# ---- block 1 ----
Block 1, clock routing:
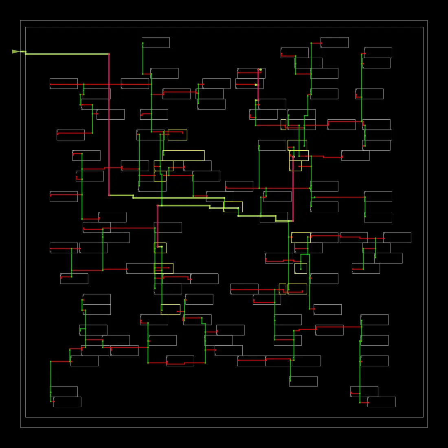

$ cat src/rtl/bus_pkg.sv
// Shared bus transfer types and widths for the address/data bus.
package bus_pkg;

    localparam int unsigned bus_addr_width_p = 32;
    localparam int unsigned bus_data_width_p = 32;

    typedef enum logic [1:0] {
        IDLE   = 2'b00,
        BUSY   = 2'b01,
        NONSEQ = 2'b10,
        SEQ    = 2'b11
    } trans_t;

    typedef enum logic {
        OKAY  = 1'b0,
        ERROR = 1'b1
    } resp_t;

endpackage

$ cat src/rtl/bus_timeout_cnt.sv
// Wait-cycle counter for bus_initiator; o_expire flags the last permitted
// wait cycle so the abort lands exactly i_limit cycles after entry.
module bus_timeout_cnt (
    input  logic        i_clk,
    input  logic        i_rst,
    input  logic        i_clear,
    input  logic        i_enable,
    input  logic [15:0] i_limit,
    output logic        o_expire
);

    logic [15:0] r_cnt;

    always_ff @(posedge i_clk) begin
        if (i_rst || i_clear) begin
            r_cnt <= '0;
        end else if (i_enable) begin
            r_cnt <= r_cnt + 16'd1;
        end
    end

    assign o_expire = i_enable && (r_cnt == (i_limit - 16'd1));

endmodule

$ cat src/rtl/bus_initiator.sv
// Single-outstanding bus initiator: command port -> one NONSEQ transfer -> response port.
// Optional transfer timeout enabled by defining BUS_INITIATOR_TIMEOUT_EN.
module bus_initiator
    import bus_pkg::*;
#(
    parameter int unsigned timeout_p = 255
) (
    input  logic                        main_clk_i,
    input  logic                        main_rst_i,
    input  logic                        cmd_valid_i,
    output logic                        cmd_accept_o,
    input  logic                        cmd_write_i,
    input  logic [bus_addr_width_p-1:0] cmd_addr_i,
    input  logic [bus_data_width_p-1:0] cmd_wdata_i,
    output logic [1:0]                  bus_trans_o,
    output logic [bus_addr_width_p-1:0] bus_addr_o,
    output logic                        bus_write_o,
    output logic [bus_data_width_p-1:0] bus_wdata_o,
    input  logic                        bus_ready_i,
    input  logic                        bus_resp_i,
    input  logic [bus_data_width_p-1:0] bus_rdata_i,
    output logic                        rsp_valid_o,
    input  logic                        rsp_accept_i,
    output logic [bus_data_width_p-1:0] rsp_rdata_o,
    output logic                        rsp_err_o,
    output logic                        rsp_timeout_o
);

    typedef enum logic [1:0] {
        S_IDLE = 2'b00,
        S_BUS  = 2'b01,
        S_RSP  = 2'b10
    } state_t;

    if (timeout_p < 1 || timeout_p > 65535) begin : g_bad_timeout
        $error("bus_initiator: timeout_p out of range 1..65535");
    end

    state_t                      r_state;
    state_t                      w_next_state;
    logic                        w_accept_cmd;
    logic                        w_bus_done;
    logic                        w_timeout;
    logic                        w_expire;

    trans_t                      r_bus_trans;
    logic [bus_addr_width_p-1:0] r_bus_addr;
    logic                        r_bus_write;
    logic [bus_data_width_p-1:0] r_bus_wdata;
    logic [bus_data_width_p-1:0] r_rsp_rdata;
    logic                        r_rsp_err;
    logic                        r_rsp_timeout;

`ifdef BUS_INITIATOR_TIMEOUT_EN
    localparam logic [15:0] TimeoutLimit = 16'(timeout_p);

    logic w_cnt_clear;
    logic w_cnt_enable;

    // Held clear while idle so the count starts at zero on entry to BUS.
    assign w_cnt_clear  = (r_state == S_IDLE);
    assign w_cnt_enable = (r_state == S_BUS) && !bus_ready_i;

    bus_timeout_cnt u_timeout_cnt (
        .i_clk    (main_clk_i),
        .i_rst    (main_rst_i),
        .i_clear  (w_cnt_clear),
        .i_enable (w_cnt_enable),
        .i_limit  (TimeoutLimit),
        .o_expire (w_expire)
    );
`else
    assign w_expire = 1'b0;
`endif

    always_ff @(posedge main_clk_i) begin
        if (main_rst_i) begin
            r_state <= S_IDLE;
        end else begin
            r_state <= w_next_state;
        end
    end

    always_comb begin
        w_next_state = r_state;
        w_accept_cmd = 1'b0;
        w_bus_done   = 1'b0;
        w_timeout    = 1'b0;
        case (r_state)
            S_IDLE: begin
                if (cmd_valid_i) begin
                    w_accept_cmd = 1'b1;
                    w_next_state = S_BUS;
                end
            end
            S_BUS: begin
                // Ready takes priority over a timeout expiring in the same cycle.
                if (bus_ready_i) begin
                    w_bus_done   = 1'b1;
                    w_next_state = S_RSP;
                end else if (w_expire) begin
                    w_timeout    = 1'b1;
                    w_next_state = S_RSP;
                end
            end
            S_RSP: begin
                if (rsp_accept_i) begin
                    w_next_state = S_IDLE;
                end
            end
            default: begin
                w_next_state = S_IDLE;
            end
        endcase
    end

    always_ff @(posedge main_clk_i) begin
        if (main_rst_i) begin
            r_bus_trans   <= IDLE;
            r_bus_addr    <= '0;
            r_bus_write   <= 1'b0;
            r_bus_wdata   <= '0;
            r_rsp_rdata   <= '0;
            r_rsp_err     <= 1'b0;
            r_rsp_timeout <= 1'b0;
        end else begin
            if (w_accept_cmd) begin
                r_bus_trans <= NONSEQ;
                r_bus_addr  <= cmd_addr_i;
                r_bus_write <= cmd_write_i;
                r_bus_wdata <= cmd_wdata_i;
            end
            if (w_bus_done || w_timeout) begin
                r_bus_trans   <= IDLE;
                r_bus_addr    <= '0;
                r_bus_write   <= 1'b0;
                r_bus_wdata   <= '0;
                r_rsp_rdata   <= (w_bus_done && !r_bus_write) ? bus_rdata_i : '0;
                r_rsp_err     <= w_bus_done ? (bus_resp_i == ERROR) : 1'b1;
                r_rsp_timeout <= w_timeout;
            end
        end
    end

    assign cmd_accept_o  = (r_state == S_IDLE);
    assign rsp_valid_o   = (r_state == S_RSP);
    assign bus_trans_o   = r_bus_trans;
    assign bus_addr_o    = r_bus_addr;
    assign bus_write_o   = r_bus_write;
    assign bus_wdata_o   = r_bus_wdata;
    assign rsp_rdata_o   = r_rsp_rdata;
    assign rsp_err_o     = r_rsp_err;
    assign rsp_timeout_o = r_rsp_timeout;

endmodule

$ cat config.mk
export PLATFORM = sky130hd
export DESIGN_NAME = bus_initiator
export DESIGN_NICKNAME = d
export VERILOG_FILES = /design/src/rtl/bus_pkg.sv /design/src/rtl/bus_timeout_cnt.sv /design/src/rtl/bus_initiator.sv
export SDC_FILE = /design/constraint.sdc
export NUM_CORES = 1
export LEC_CHECK = 0
export ABC_AREA = 1
export CORE_UTILIZATION = 35
export DETAILED_ROUTE_END_ITERATION = 10
export PLACE_DENSITY_LB_ADDON = 0.12
export REMOVE_ABC_BUFFERS = 1
export SLEW_MARGIN = 20
export SYNTH_ARGS = -nofsm -noshare
export SYNTH_HDL_FRONTEND = slang
export SYNTH_HIERARCHICAL = 1
export SYNTH_SLANG_ARGS = --single-unit
$ cat constraint.sdc
create_clock -name main_clk_i -period 3.2 [get_ports main_clk_i]
set_input_delay 0.64 -clock main_clk_i [delete_from_list [all_inputs] [get_ports main_clk_i]]
set_output_delay 0.64 -clock main_clk_i [all_outputs]
set_load 0.05 [all_outputs]
# ---- block 2 ----
`config.mk`:
```
export PLATFORM = sky130hd
export DESIGN_NAME = fib_stream_flat
export DESIGN_NICKNAME = d
export VERILOG_FILES = /design/src/rtl/fib_pkg.sv /design/src/rtl/fib_stream_if.sv /design/src/rtl/fib_dp.sv /design/src/rtl/fib_stream.sv /design/src/flat_wrapper.sv
export SDC_FILE = /design/constraint.sdc
export NUM_CORES = 1
export LEC_CHECK = 0
export CAP_MARGIN = 25
export CORE_ASPECT_RATIO = 0.75
export CORE_MARGIN = 4
export CORE_UTILIZATION = 60
export CTS_BUF_LIST = sky130_fd_sc_hd__clkbuf_2
export DETAILED_ROUTE_END_ITERATION = 8
export PLACE_DENSITY = 0.95
export SLEW_MARGIN = 10
export SYNTH_ARGS = -nofsm -noshare
export SYNTH_HDL_FRONTEND = slang
export SYNTH_SLANG_ARGS = --single-unit
```
`constraint.sdc`:
```
create_clock -name clk -period 5.45 [get_ports clk]
set_clock_uncertainty 0.1 [all_clocks]
set_input_delay 1.3625 -clock clk [delete_from_list [all_inputs] [get_ports clk]]
set_output_delay 1.3625 -clock clk [all_outputs]
set_load 0.02 [all_outputs]
```
`src/rtl/fib_pkg.sv`:
```
// ---------------------------------------------------------------------------
// fib_pkg
//   Types and constants shared by the Fibonacci stream generator:
//     - state_e   : run-control states (IDLE / RUN / DONE)
//     - DEF_WIDTH : default data word width of each term
//     - DEF_NW    : default width of the term-index / count field
//     - FIB_F0/F1 : sequence seeds F(0) and F(1)
// ---------------------------------------------------------------------------
package fib_pkg;

  localparam int DEF_WIDTH = 16;
  localparam int DEF_NW    = 5;

  // Seeds loaded into the datapath when a run starts.
  localparam int FIB_F0 = 0;
  localparam int FIB_F1 = 1;

  typedef enum logic [1:0] {
    IDLE = 2'd0,
    RUN  = 2'd1,
    DONE = 2'd2
  } state_e;

endpackage

```
`src/rtl/fib_stream_if.sv`:
```
// ---------------------------------------------------------------------------
// fib_stream_if
//   Bundles the control and valid/ready stream signals of fib_stream.
//
//   Signals:
//     start     : begin a run (sampled only while the block is idle)
//     n         : index of the last requested term, latched on start
//     out_valid : out_data / out_idx / out_last are valid
//     out_ready : consumer accepts the presented term this cycle
//     out_data  : current term F(out_idx)
//     out_idx   : index of the current term
//     out_last  : current term is the final one of the run
//     busy      : block is not idle
//     done      : one-cycle pulse after the final handshake
//     ovf       : sticky, last run ended early on word overflow
//
//   Modports:
//     master : the generator side (fib_stream), drives the stream
//     slave  : the environment side (controller + consumer)
// ---------------------------------------------------------------------------
interface fib_stream_if
  import fib_pkg::*;
#(
  parameter int WIDTH = DEF_WIDTH,
  parameter int NW    = DEF_NW
);

  logic             start;
  logic [NW-1:0]    n;
  logic             out_valid;
  logic             out_ready;
  logic [WIDTH-1:0] out_data;
  logic [NW-1:0]    out_idx;
  logic             out_last;
  logic             busy;
  logic             done;
  logic             ovf;

  modport master (
    input  start, n, out_ready,
    output out_valid, out_data, out_idx, out_last, busy, done, ovf
  );

  modport slave (
    output start, n, out_ready,
    input  out_valid, out_data, out_idx, out_last, busy, done, ovf
  );

endinterface

```
`src/rtl/fib_dp.sv`:
```
// ---------------------------------------------------------------------------
// fib_dp
//   Fibonacci datapath: holds the current term, the next term, an overflow
//   flag for the next term and the term index. A WIDTH+1-bit adder forms
//   the term after next; its carry tells whether that term still fits.
//
//   Ports:
//     clk     : clock, rising edge
//     rst     : synchronous, active-high reset
//     load    : seed the sequence (cur=F(0), nxt=F(1), idx=0)
//     advance : step one term (cur<=nxt, nxt<=cur+nxt, idx<=idx+1)
//     cur     : F(idx)
//     idx     : index of cur
//     nxt_ovf : F(idx+1) does not fit in WIDTH bits
// ---------------------------------------------------------------------------
module fib_dp
  import fib_pkg::*;
#(
  parameter int WIDTH = DEF_WIDTH,
  parameter int NW    = DEF_NW
) (
  input  logic             clk,
  input  logic             rst,
  input  logic             load,
  input  logic             advance,
  output logic [WIDTH-1:0] cur,
  output logic [NW-1:0]    idx,
  output logic             nxt_ovf
);

  logic [WIDTH-1:0] nxt;
  logic [WIDTH:0]   sum;

  // One extra bit so the carry out is the overflow of the following term.
  // Both operands are exact whenever an advance is allowed, because the
  // controller stops advancing as soon as nxt_ovf is set.
  assign sum = {1'b0, cur} + {1'b0, nxt};

  // NOTE: sequential state uses non-blocking assignments so every register
  // samples the pre-edge values of the others (cur<=nxt and nxt<=cur+nxt
  // must both see the old cur/nxt).
  always_ff @(posedge clk) begin
    if (rst) begin
      cur     <= '0;
      nxt     <= '0;
      nxt_ovf <= 1'b0;
      idx     <= '0;
    end else if (load) begin
      cur     <= WIDTH'(FIB_F0);
      nxt     <= WIDTH'(FIB_F1);
      nxt_ovf <= 1'b0;
      idx     <= '0;
    end else if (advance) begin
      cur     <= nxt;
      nxt     <= sum[WIDTH-1:0];
      nxt_ovf <= sum[WIDTH];
      idx     <= idx + NW'(1);
    end
  end

endmodule

```
`src/rtl/fib_stream.sv`:
```
// ---------------------------------------------------------------------------
// fib_stream
//   On a start command computes F(0)..F(n) and streams each term over a
//   valid/ready handshake. A run ends at idx==n, or earlier when the next
//   term would overflow WIDTH bits; in the early case ovf is raised and
//   stays set until the next accepted start. The overflowing term itself
//   is never presented.
//
//   Ports:
//     clk : clock, rising edge
//     rst : synchronous, active-high reset (aborts a run, no done pulse)
//     bus : fib_stream_if.master, control inputs and stream outputs
// ---------------------------------------------------------------------------
module fib_stream
  import fib_pkg::*;
#(
  parameter int WIDTH = DEF_WIDTH,
  parameter int NW    = DEF_NW
) (
  input  logic          clk,
  input  logic          rst,
  fib_stream_if.master  bus
);

  state_e           state;
  state_e           state_nxt;

  logic             load;
  logic             advance;
  logic             finish;

  logic [WIDTH-1:0] cur;
  logic [NW-1:0]    idx;
  logic             nxt_ovf;

  logic [NW-1:0]    n_q;
  logic             ovf_q;

  logic             in_run;
  logic             at_end;
  logic             last;
  logic             hs;

  fib_dp #(
    .WIDTH (WIDTH),
    .NW    (NW)
  ) u_dp (
    .clk     (clk),
    .rst     (rst),
    .load    (load),
    .advance (advance),
    .cur     (cur),
    .idx     (idx),
    .nxt_ovf (nxt_ovf)
  );

  assign in_run = (state == RUN);
  assign at_end = (idx == n_q);
  // A run ends at the requested index or when the next term cannot be
  // represented; both come from registered state, so out_last is stable
  // for as long as the term is held under backpressure.
  assign last   = in_run & (at_end | nxt_ovf);
  assign hs     = in_run & bus.out_ready;

  // State register.
  always_ff @(posedge clk) begin
    if (rst) state <= IDLE;
    else     state <= state_nxt;
  end

  // Next-state and datapath control.
  // NOTE: every signal written here gets a default before the case, so no
  // path leaves one unassigned and no latch is inferred.
  always_comb begin
    state_nxt = state;
    load      = 1'b0;
    advance   = 1'b0;
    finish    = 1'b0;
    case (state)
      IDLE: begin
        if (bus.start) begin
          load      = 1'b1;
          state_nxt = RUN;
        end
      end
      RUN: begin
        if (hs) begin
          if (last) begin
            finish    = 1'b1;
            state_nxt = DONE;
          end else begin
            advance   = 1'b1;
          end
        end
      end
      DONE: begin
        state_nxt = IDLE;
      end
      default: begin
        state_nxt = IDLE;
      end
    endcase
  end

  // Latched term count and sticky overflow flag. ovf only reports an early
  // end: a run whose final requested term is also the largest that fits
  // completed normally.
  always_ff @(posedge clk) begin
    if (rst) begin
      n_q   <= '0;
      ovf_q <= 1'b0;
    end else if (load) begin
      n_q   <= bus.n;
      ovf_q <= 1'b0;
    end else if (finish) begin
      ovf_q <= nxt_ovf & ~at_end;
    end
  end

  assign bus.out_valid = in_run;
  assign bus.out_data  = cur;
  assign bus.out_idx   = idx;
  assign bus.out_last  = last;
  assign bus.busy      = (state != IDLE);
  assign bus.done      = (state == DONE);
  assign bus.ovf       = ovf_q;

endmodule

```
`src/flat_wrapper.sv`:
```
// flat-port wrapper written by rule: the top's interface ports become plain ports
module fib_stream_flat import fib_pkg::*;
#(
  parameter int WIDTH = DEF_WIDTH,
  parameter int NW    = DEF_NW
)
  (clk, rst, bus_start, bus_n, bus_out_ready, bus_out_valid, bus_out_data, bus_out_idx, bus_out_last, bus_busy, bus_done, bus_ovf);
  fib_stream_if #(.WIDTH(WIDTH), .NW(NW)) bus_i ();
  input  logic clk;
  input  logic rst;
  input wire logic [$bits(bus_i.start)-1:0] bus_start;
  input wire logic [$bits(bus_i.n)-1:0] bus_n;
  input wire logic [$bits(bus_i.out_ready)-1:0] bus_out_ready;
  output wire logic [$bits(bus_i.out_valid)-1:0] bus_out_valid;
  output wire logic [$bits(bus_i.out_data)-1:0] bus_out_data;
  output wire logic [$bits(bus_i.out_idx)-1:0] bus_out_idx;
  output wire logic [$bits(bus_i.out_last)-1:0] bus_out_last;
  output wire logic [$bits(bus_i.busy)-1:0] bus_busy;
  output wire logic [$bits(bus_i.done)-1:0] bus_done;
  output wire logic [$bits(bus_i.ovf)-1:0] bus_ovf;
  assign bus_i.start = bus_start;
  assign bus_i.n = bus_n;
  assign bus_i.out_ready = bus_out_ready;
  assign bus_out_valid = bus_i.out_valid;
  assign bus_out_data = bus_i.out_data;
  assign bus_out_idx = bus_i.out_idx;
  assign bus_out_last = bus_i.out_last;
  assign bus_busy = bus_i.busy;
  assign bus_done = bus_i.done;
  assign bus_ovf = bus_i.ovf;
  fib_stream #(.WIDTH(WIDTH), .NW(NW)) u_core (.clk(clk), .rst(rst), .bus(bus_i));
endmodule
```
# ---- block 3 ----
==> config.mk <==
export PLATFORM = sky130hd
export DESIGN_NAME = adder_rr_arbiter
export DESIGN_NICKNAME = d
export VERILOG_FILES = /design/src/rtl/adder_rr_arbiter.sv
export SDC_FILE = /design/constraint.sdc
export NUM_CORES = 1
export LEC_CHECK = 0
export ABC_AREA = 1
export ABC_CLOCK_PERIOD_IN_PS = 4500
export CAP_MARGIN = 20
export CORE_UTILIZATION = 50
export DETAILED_ROUTE_END_ITERATION = 8
export PLACE_DENSITY_LB_ADDON = 0.3
export SETUP_SLACK_MARGIN = 0.2
export SLEW_MARGIN = 30
export SYNTH_ARGS = -nofsm -noshare
export SYNTH_HDL_FRONTEND = slang
export SYNTH_SLANG_ARGS = --single-unit
export TNS_END_PERCENT = 100
==> constraint.sdc <==
create_clock -name clk -period 4.5 [get_ports clk]
set_clock_uncertainty 0.2 [all_clocks]
set_input_delay 0.45 -clock clk [delete_from_list [all_inputs] [get_ports clk]]
set_output_delay 0.45 -clock clk [all_outputs]
set_load 0.005 [all_outputs]
==> src/rtl/adder_rr_arbiter.sv <==
// Round-robin arbiter sharing one registered WIDTH-bit adder between NUM_REQ requesters.
// Results come back with the winner's ID on a valid/ready port; op_count tallies drained responses.
module adder_rr_arbiter #(
    parameter  int NUM_REQ = 4,
    parameter  int WIDTH   = 8,
    parameter  int CNT_W   = 8,
    localparam int ID_W    = $clog2(NUM_REQ)
) (
    input  logic                     clk,
    input  logic                     rst_n,
    input  logic [NUM_REQ-1:0]       req_valid,
    input  logic [NUM_REQ*WIDTH-1:0] req_a,
    input  logic [NUM_REQ*WIDTH-1:0] req_b,
    output logic [NUM_REQ-1:0]       req_ready,
    output logic                     rsp_valid,
    input  logic                     rsp_ready,
    output logic [ID_W-1:0]          rsp_id,
    output logic [WIDTH-1:0]         rsp_sum,
    output logic                     rsp_carry,
    output logic [CNT_W-1:0]         op_count
);

    logic [ID_W-1:0]    ptr_q, ptr_d;
    logic               rspValid_q, rspValid_d;
    logic [ID_W-1:0]    rspId_q, rspId_d;
    logic [WIDTH-1:0]   rspSum_q, rspSum_d;
    logic               rspCarry_q, rspCarry_d;
    logic [CNT_W-1:0]   opCount_q, opCount_d;

    logic [NUM_REQ-1:0] grant;
    logic               found;
    logic [ID_W-1:0]    winId;
    logic [WIDTH-1:0]   winA, winB;
    logic               slotFree;
    logic               accept;
    logic               drain;
    logic [WIDTH:0]     fullSum;

    assign slotFree  = !rspValid_q || rsp_ready;
    assign req_ready = (rst_n && slotFree) ? grant : '0;
    assign accept    = |req_ready;
    assign drain     = rspValid_q && rsp_ready;
    assign fullSum   = {1'b0, winA} + {1'b0, winB};

    // Search from the pointer upward, wrapping, for the first valid requester.
    always_comb begin
        int idx;
        grant = '0;
        found = 1'b0;
        winId = '0;
        winA  = '0;
        winB  = '0;
        for (int k = 0; k < NUM_REQ; k++) begin
            idx = int'(ptr_q) + k;
            if (idx >= NUM_REQ) begin
                idx = idx - NUM_REQ;
            end
            if (!found && req_valid[idx]) begin
                found      = 1'b1;
                grant[idx] = 1'b1;
                winId      = ID_W'(idx);
                winA       = req_a[idx*WIDTH +: WIDTH];
                winB       = req_b[idx*WIDTH +: WIDTH];
            end
        end
    end

    always_comb begin
        ptr_d      = ptr_q;
        rspValid_d = rspValid_q;
        rspId_d    = rspId_q;
        rspSum_d   = rspSum_q;
        rspCarry_d = rspCarry_q;
        opCount_d  = drain ? opCount_q + 1'b1 : opCount_q;
        if (accept) begin
            rspValid_d = 1'b1;
            rspId_d    = winId;
            rspSum_d   = fullSum[WIDTH-1:0];
            rspCarry_d = fullSum[WIDTH];
            ptr_d      = (winId == ID_W'(NUM_REQ - 1)) ? '0 : winId + 1'b1;
        end else if (drain) begin
            rspValid_d = 1'b0;
        end
    end

    always_ff @(posedge clk) begin
        if (!rst_n) begin
            ptr_q      <= '0;
            rspValid_q <= 1'b0;
            rspId_q    <= '0;
            rspSum_q   <= '0;
            rspCarry_q <= 1'b0;
            opCount_q  <= '0;
        end else begin
            ptr_q      <= ptr_d;
            rspValid_q <= rspValid_d;
            rspId_q    <= rspId_d;
            rspSum_q   <= rspSum_d;
            rspCarry_q <= rspCarry_d;
            opCount_q  <= opCount_d;
        end
    end

    assign rsp_valid = rspValid_q;
    assign rsp_id    = rspId_q;
    assign rsp_sum   = rspSum_q;
    assign rsp_carry = rspCarry_q;
    assign op_count  = opCount_q;

endmodule


==> screenshots <==
Routed metal, one colour a layer.
The bar under the picture is 20 um long.
Plate I
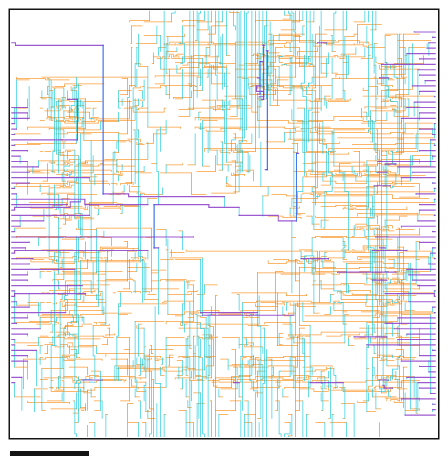
Plate II
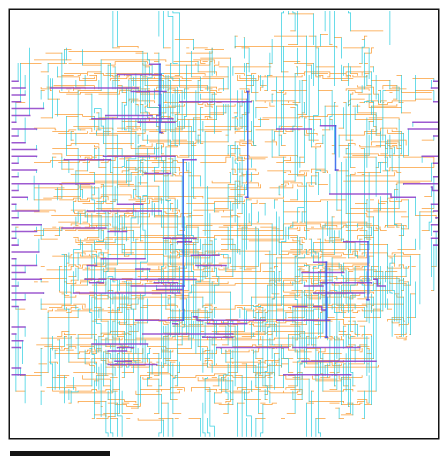
Plate III
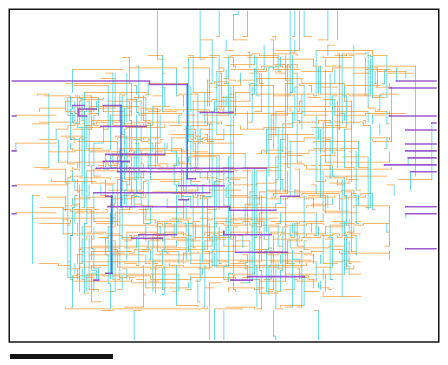
Plate II: block 3
Plate III: block 2
Plate I: block 1
The one with the largest die is Plate I.
The one with the smallest die is Plate III.

Block 3, pin placement:
Pins as bars across the die edge, other pins in grey.
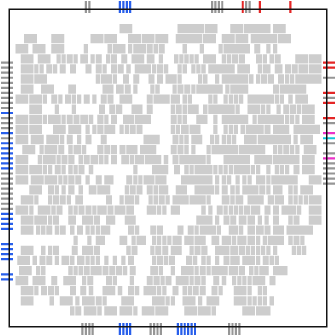
[blue] req_a | pins: 32 | direction: input | edge: 18 west, 10 south, 4 north
[cyan] rsp_ready | pins: 1 | direction: input | edge: east
[red] op_count | pins: 8 | direction: output | edge: 5 east, 3 north
[magenta] rsp_id | pins: 2 | direction: output | edge: east
vertical die size: 85.3 um
input/output buffers: 94
Die W: 85.3 um

==> design notes, block 3 <==
The cell-mix breakdown from Yosys lists the XOR/XNOR area share as 1.26%. The synthesis log from Yosys contains 0 warnings. After synthesis, the share of flip-flops with an asynchronous set or reset is 0%. The clock tree has to reach 22 sinks.

Per the OpenROAD timing report, the critical path contains 21 cells. The worst register-to-register path depth is 21. The routed wire length per instance is 12.3 um.

Part of the Yosys area used for sequential elements: 12.7%. With the required time of the critical path at 4.46 ns, the power spent charging and discharging nets is 1.77 mW. The worst setup path is captured at a register. The critical setup path kind was register to register. Summed over all failing endpoints, the final setup total negative slack is 0 ns. Cells fill 69.0% of the core in the end. The placement row count came out at 29. After layout, the minimum clock period comes to 3.92 ns. In this run the biggest area consumer among cell types represents 16.6% of the synthesized area. The run gives 1 for the number of cells on the worst hold path. Across all setup checks in the final design, the least slack found is 0.576 ns. The run reported a max-capacitance violation count of 0. In the power breakdown, the internal column shows 1.43 mW. There are 22 flip-flops and latches. The post-synthesis cell count is 629. The run gives 0.349 ns as the worst slack at placement. The first element of the critical path was ptr_q[0]. Clock buffers in the final layout number 4.

The tools report the end of the worst hold path as op_count[7]. The run gives 3.75% for the mux cell area share after synthesis. Global routing used 49.3% of the available met2 tracks. The final antenna diode tally reported by the flow is 0. The aggregate global routing overflow came out at 0.

The buffer count from post-CTS setup fixing is 0. Dividing the detail-routed via count by the number of cells gives 5.48. The first-pass detailed-route iteration total is 5, and the power per cell area is 711 nW/um^2.

For the tapcell count, the log shows 77. Before any placement, the netlist area is recorded as 3470 um^2. Nets still carrying antenna violations after routing amount to 0. Global routing consumed, on the met1 layer, 35.4% of the routing resources. The remaining routing DRC violations was 0. The effective utilization at floorplan was 53.1%; the iteration-0 DRC count of the detailed router was 258. CTS added clock buffers totalling 3. At the pin with the least slew margin, the transition time is 0.501 ns. The flow ran to the end, and the final reports show no timing, DRC or antenna violations. The leading cell type by number of instances after synthesis was sky130_fd_sc_hd__nand2_1. The tools report the type of element launching the critical path as a register.

The number of cells in the yosys synthesis report was 629; the leakage power was 2.05 nW. Wire length on met3: 636 um. Setup repair after global routing left no endpoint under its margin.

For met3 alone, demand over resource in global routing was 1.56%. In the final report, the number of endpoints failing setup comes to 0. After layout the signal buffers, clock cells excluded, come to 23.6% of cell area. The total vias in the final route was 4269; the total power draw was 3.20 mW. After the flow finishes, the layout carries non-filler instances totaling 779. The tools report the count of boundary I/O pins as 95. The tools report the max-slew headroom at the worst pin as 66.5%. Across the whole layout, multi-input logic makes up 56.5% of the cell area. The net count of the mapped netlist came out at 718. The post-route report lists met1 wire length as 4.31 mm. Ranking logic cells in the layout by count gives the top entries 149 x sky130_fd_sc_hd__nand2_1, 114 x sky130_fd_sc_hd__o21ai_0, 94 x sky130_fd_sc_hd__clkdlybuf4s50_1, 83 x sky130_fd_sc_hd__nor2_1, 74 x sky130_fd_sc_hd__inv_1. The count of different cell masters after synthesis came out at 37.
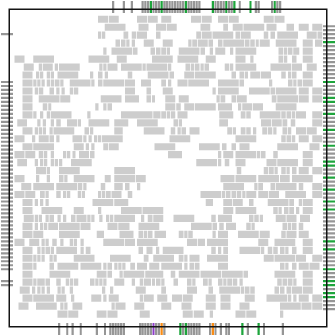
Block 1: pin placement
Pins as bars across the die edge, other pins in grey.
[orange] bus_trans_o | pins: 2 | direction: output | edge: south
[green] cmd_addr_i | pins: 32 | direction: input | edge: 20 east, 8 north, 4 south
[purple] cmd_write_i | pins: 1 | direction: input | edge: south
all pins by edge: 72 east, 51 west, 42 north, 41 south
input/output buffers: 203
vertical die size: 108 um

Block 1, where the registers sit:
Other sequential cells in the stronger grey, the rest of the logic in the fainter grey.
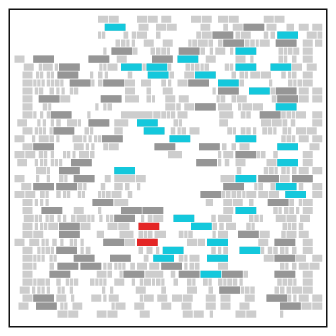
[cyan] bus_wdata_o | flops: 32
[red] r_state | flops: 2
Flop+latch power: 1.37 mW
final design utilization: 56.4%
register area: 2020 um^2
fraction of standard cell area that is sequential: 32.9%

Notes on 'clock routing' of block 1 above:
Num CTS Buffers: 9
total of clock buffers placed in the layout: 10

==> design notes, block 1 <==
In the final layout, the multi-input gates occupy 1520 um^2. STA shows the worst min-delay path finishing at bus_addr_o[15]. With the worst slack at placement at 0.917 ns, the number of levels the H-tree was split into is 3. Combinational power for this build is 0.751 mW. The clock network power is 0.811 mW.

The worst setup path is of the register to output pin kind. The worst-case clock buffer depth was 2. After the flow finishes, the layout carries non-filler instances totaling 842. The run finished with clean final reports. The count of different cell masters after synthesis was 19. The script extracted a total leakage power of 2.50 nW. Counting pins that exceed their max-slew limit in the final report gives 0. Number of multi-input logic gates: 340. Setup slack closes at 0.746 ns. Max fanout on the critical path was recorded as 4. The aggregate global routing overflow is 0. For the worst min-delay path, the startpoint reported by OpenROAD is bus_addr_o[15]. The combined global-route utilization of all metal layers was 19.1%; the number of flip-flops and latches in the synthesized netlist was 101.

The highest-delay cell along the critical path was sky130_fd_sc_hd__clkdlybuf4s50_1. The run gives 800 as the net count of the finished layout.
Block 2, clock network drawn from the DEF:
The bar under the picture is 20 um long.
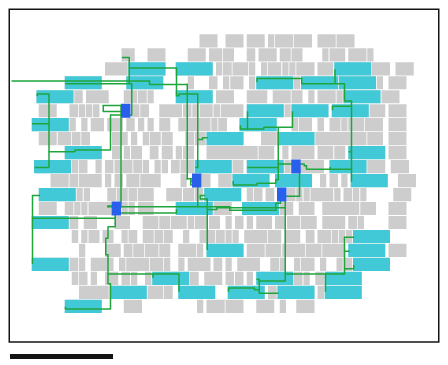
[cyan] flip-flops | count: 46
[green] clock wires | length: 538 um
[blue] clock-net drivers | count: 5
flops lie: spread over the die
power drawn by the clock network: 0.153 mW
power share of the clock group: 26.8%
Worst-Skew Late Latency: 0.43 ns

==> design notes, block 2 <==
The flow ran to the end, and the final reports show no timing, DRC or antenna violations. In the per-layer summary, the met1 wirelength comes to 2.51 mm. The initial antenna violation count was 0; the share of async-settable or async-resettable flops after synthesis was 0%. The run gives 16.3% for the relative area change from synthesis to final layout.

With the worst-case clock buffer depth at 2, the clock transition at the registers of the reported paths is 0.25 ns. The routed layout has 2232 vias. According to the dpl log, the detail-placed design has an HPWL of 3.78 mm. In the post-synthesis netlist, the biggest area contributors are sky130_fd_sc_hd__dfxtp_1 36%, sky130_fd_sc_hd__nand2_1 9.3%, sky130_fd_sc_hd__ha_1 8.3%. Summed over all failing endpoints, the final setup total negative slack is 0 ns.

TritonCTS built the clock tree. The clock drives 46 sinks. The number of cells on the worst hold path is listed as 2. The top cell type by total area after synthesis is sky130_fd_sc_hd__dfxtp_1. The power spent charging and discharging nets is 0.166 mW, and the total detailed-routing wirelength is 5.49 mm. The data arrival time reported for the critical path is 2.21 ns. The commonest cells after synthesis are 63 x sky130_fd_sc_hd__nand2_1, 46 x sky130_fd_sc_hd__dfxtp_1, 37 x sky130_fd_sc_hd__a21oi_1. Of the cells placed in the final design, the portion with a size suffix greater than 1 is 6.19%.

The net count after synthesis is 335. The largest registers in the layout are u_core.u_dp.cur (16), u_core.u_dp.nxt (16). The fraction of cell area in multi-input combinational cells is reported as 51.1%. Counting flops with a built-in enable in the synthesized netlist gives 0. Warnings reported by Yosys during synthesis add up to 0. For this configuration, the core starts out at a cell density of 62.6%. The part of the Yosys area used for sequential elements was 36.1%. In the detailed route, the total length drawn on met3 is 342 um. The flow inserted 55 tap cells. The main flop type after synthesis is sky130_fd_sc_hd__dfxtp_1. Routed signal wires occupy layers up through met4. Total power normalized to cell area comes to 193 nW/um^2.

Of the available clock period, the critical path in the final layout requires 67.5%.

No activity file was given, so power comes from the tool's default toggle rates.
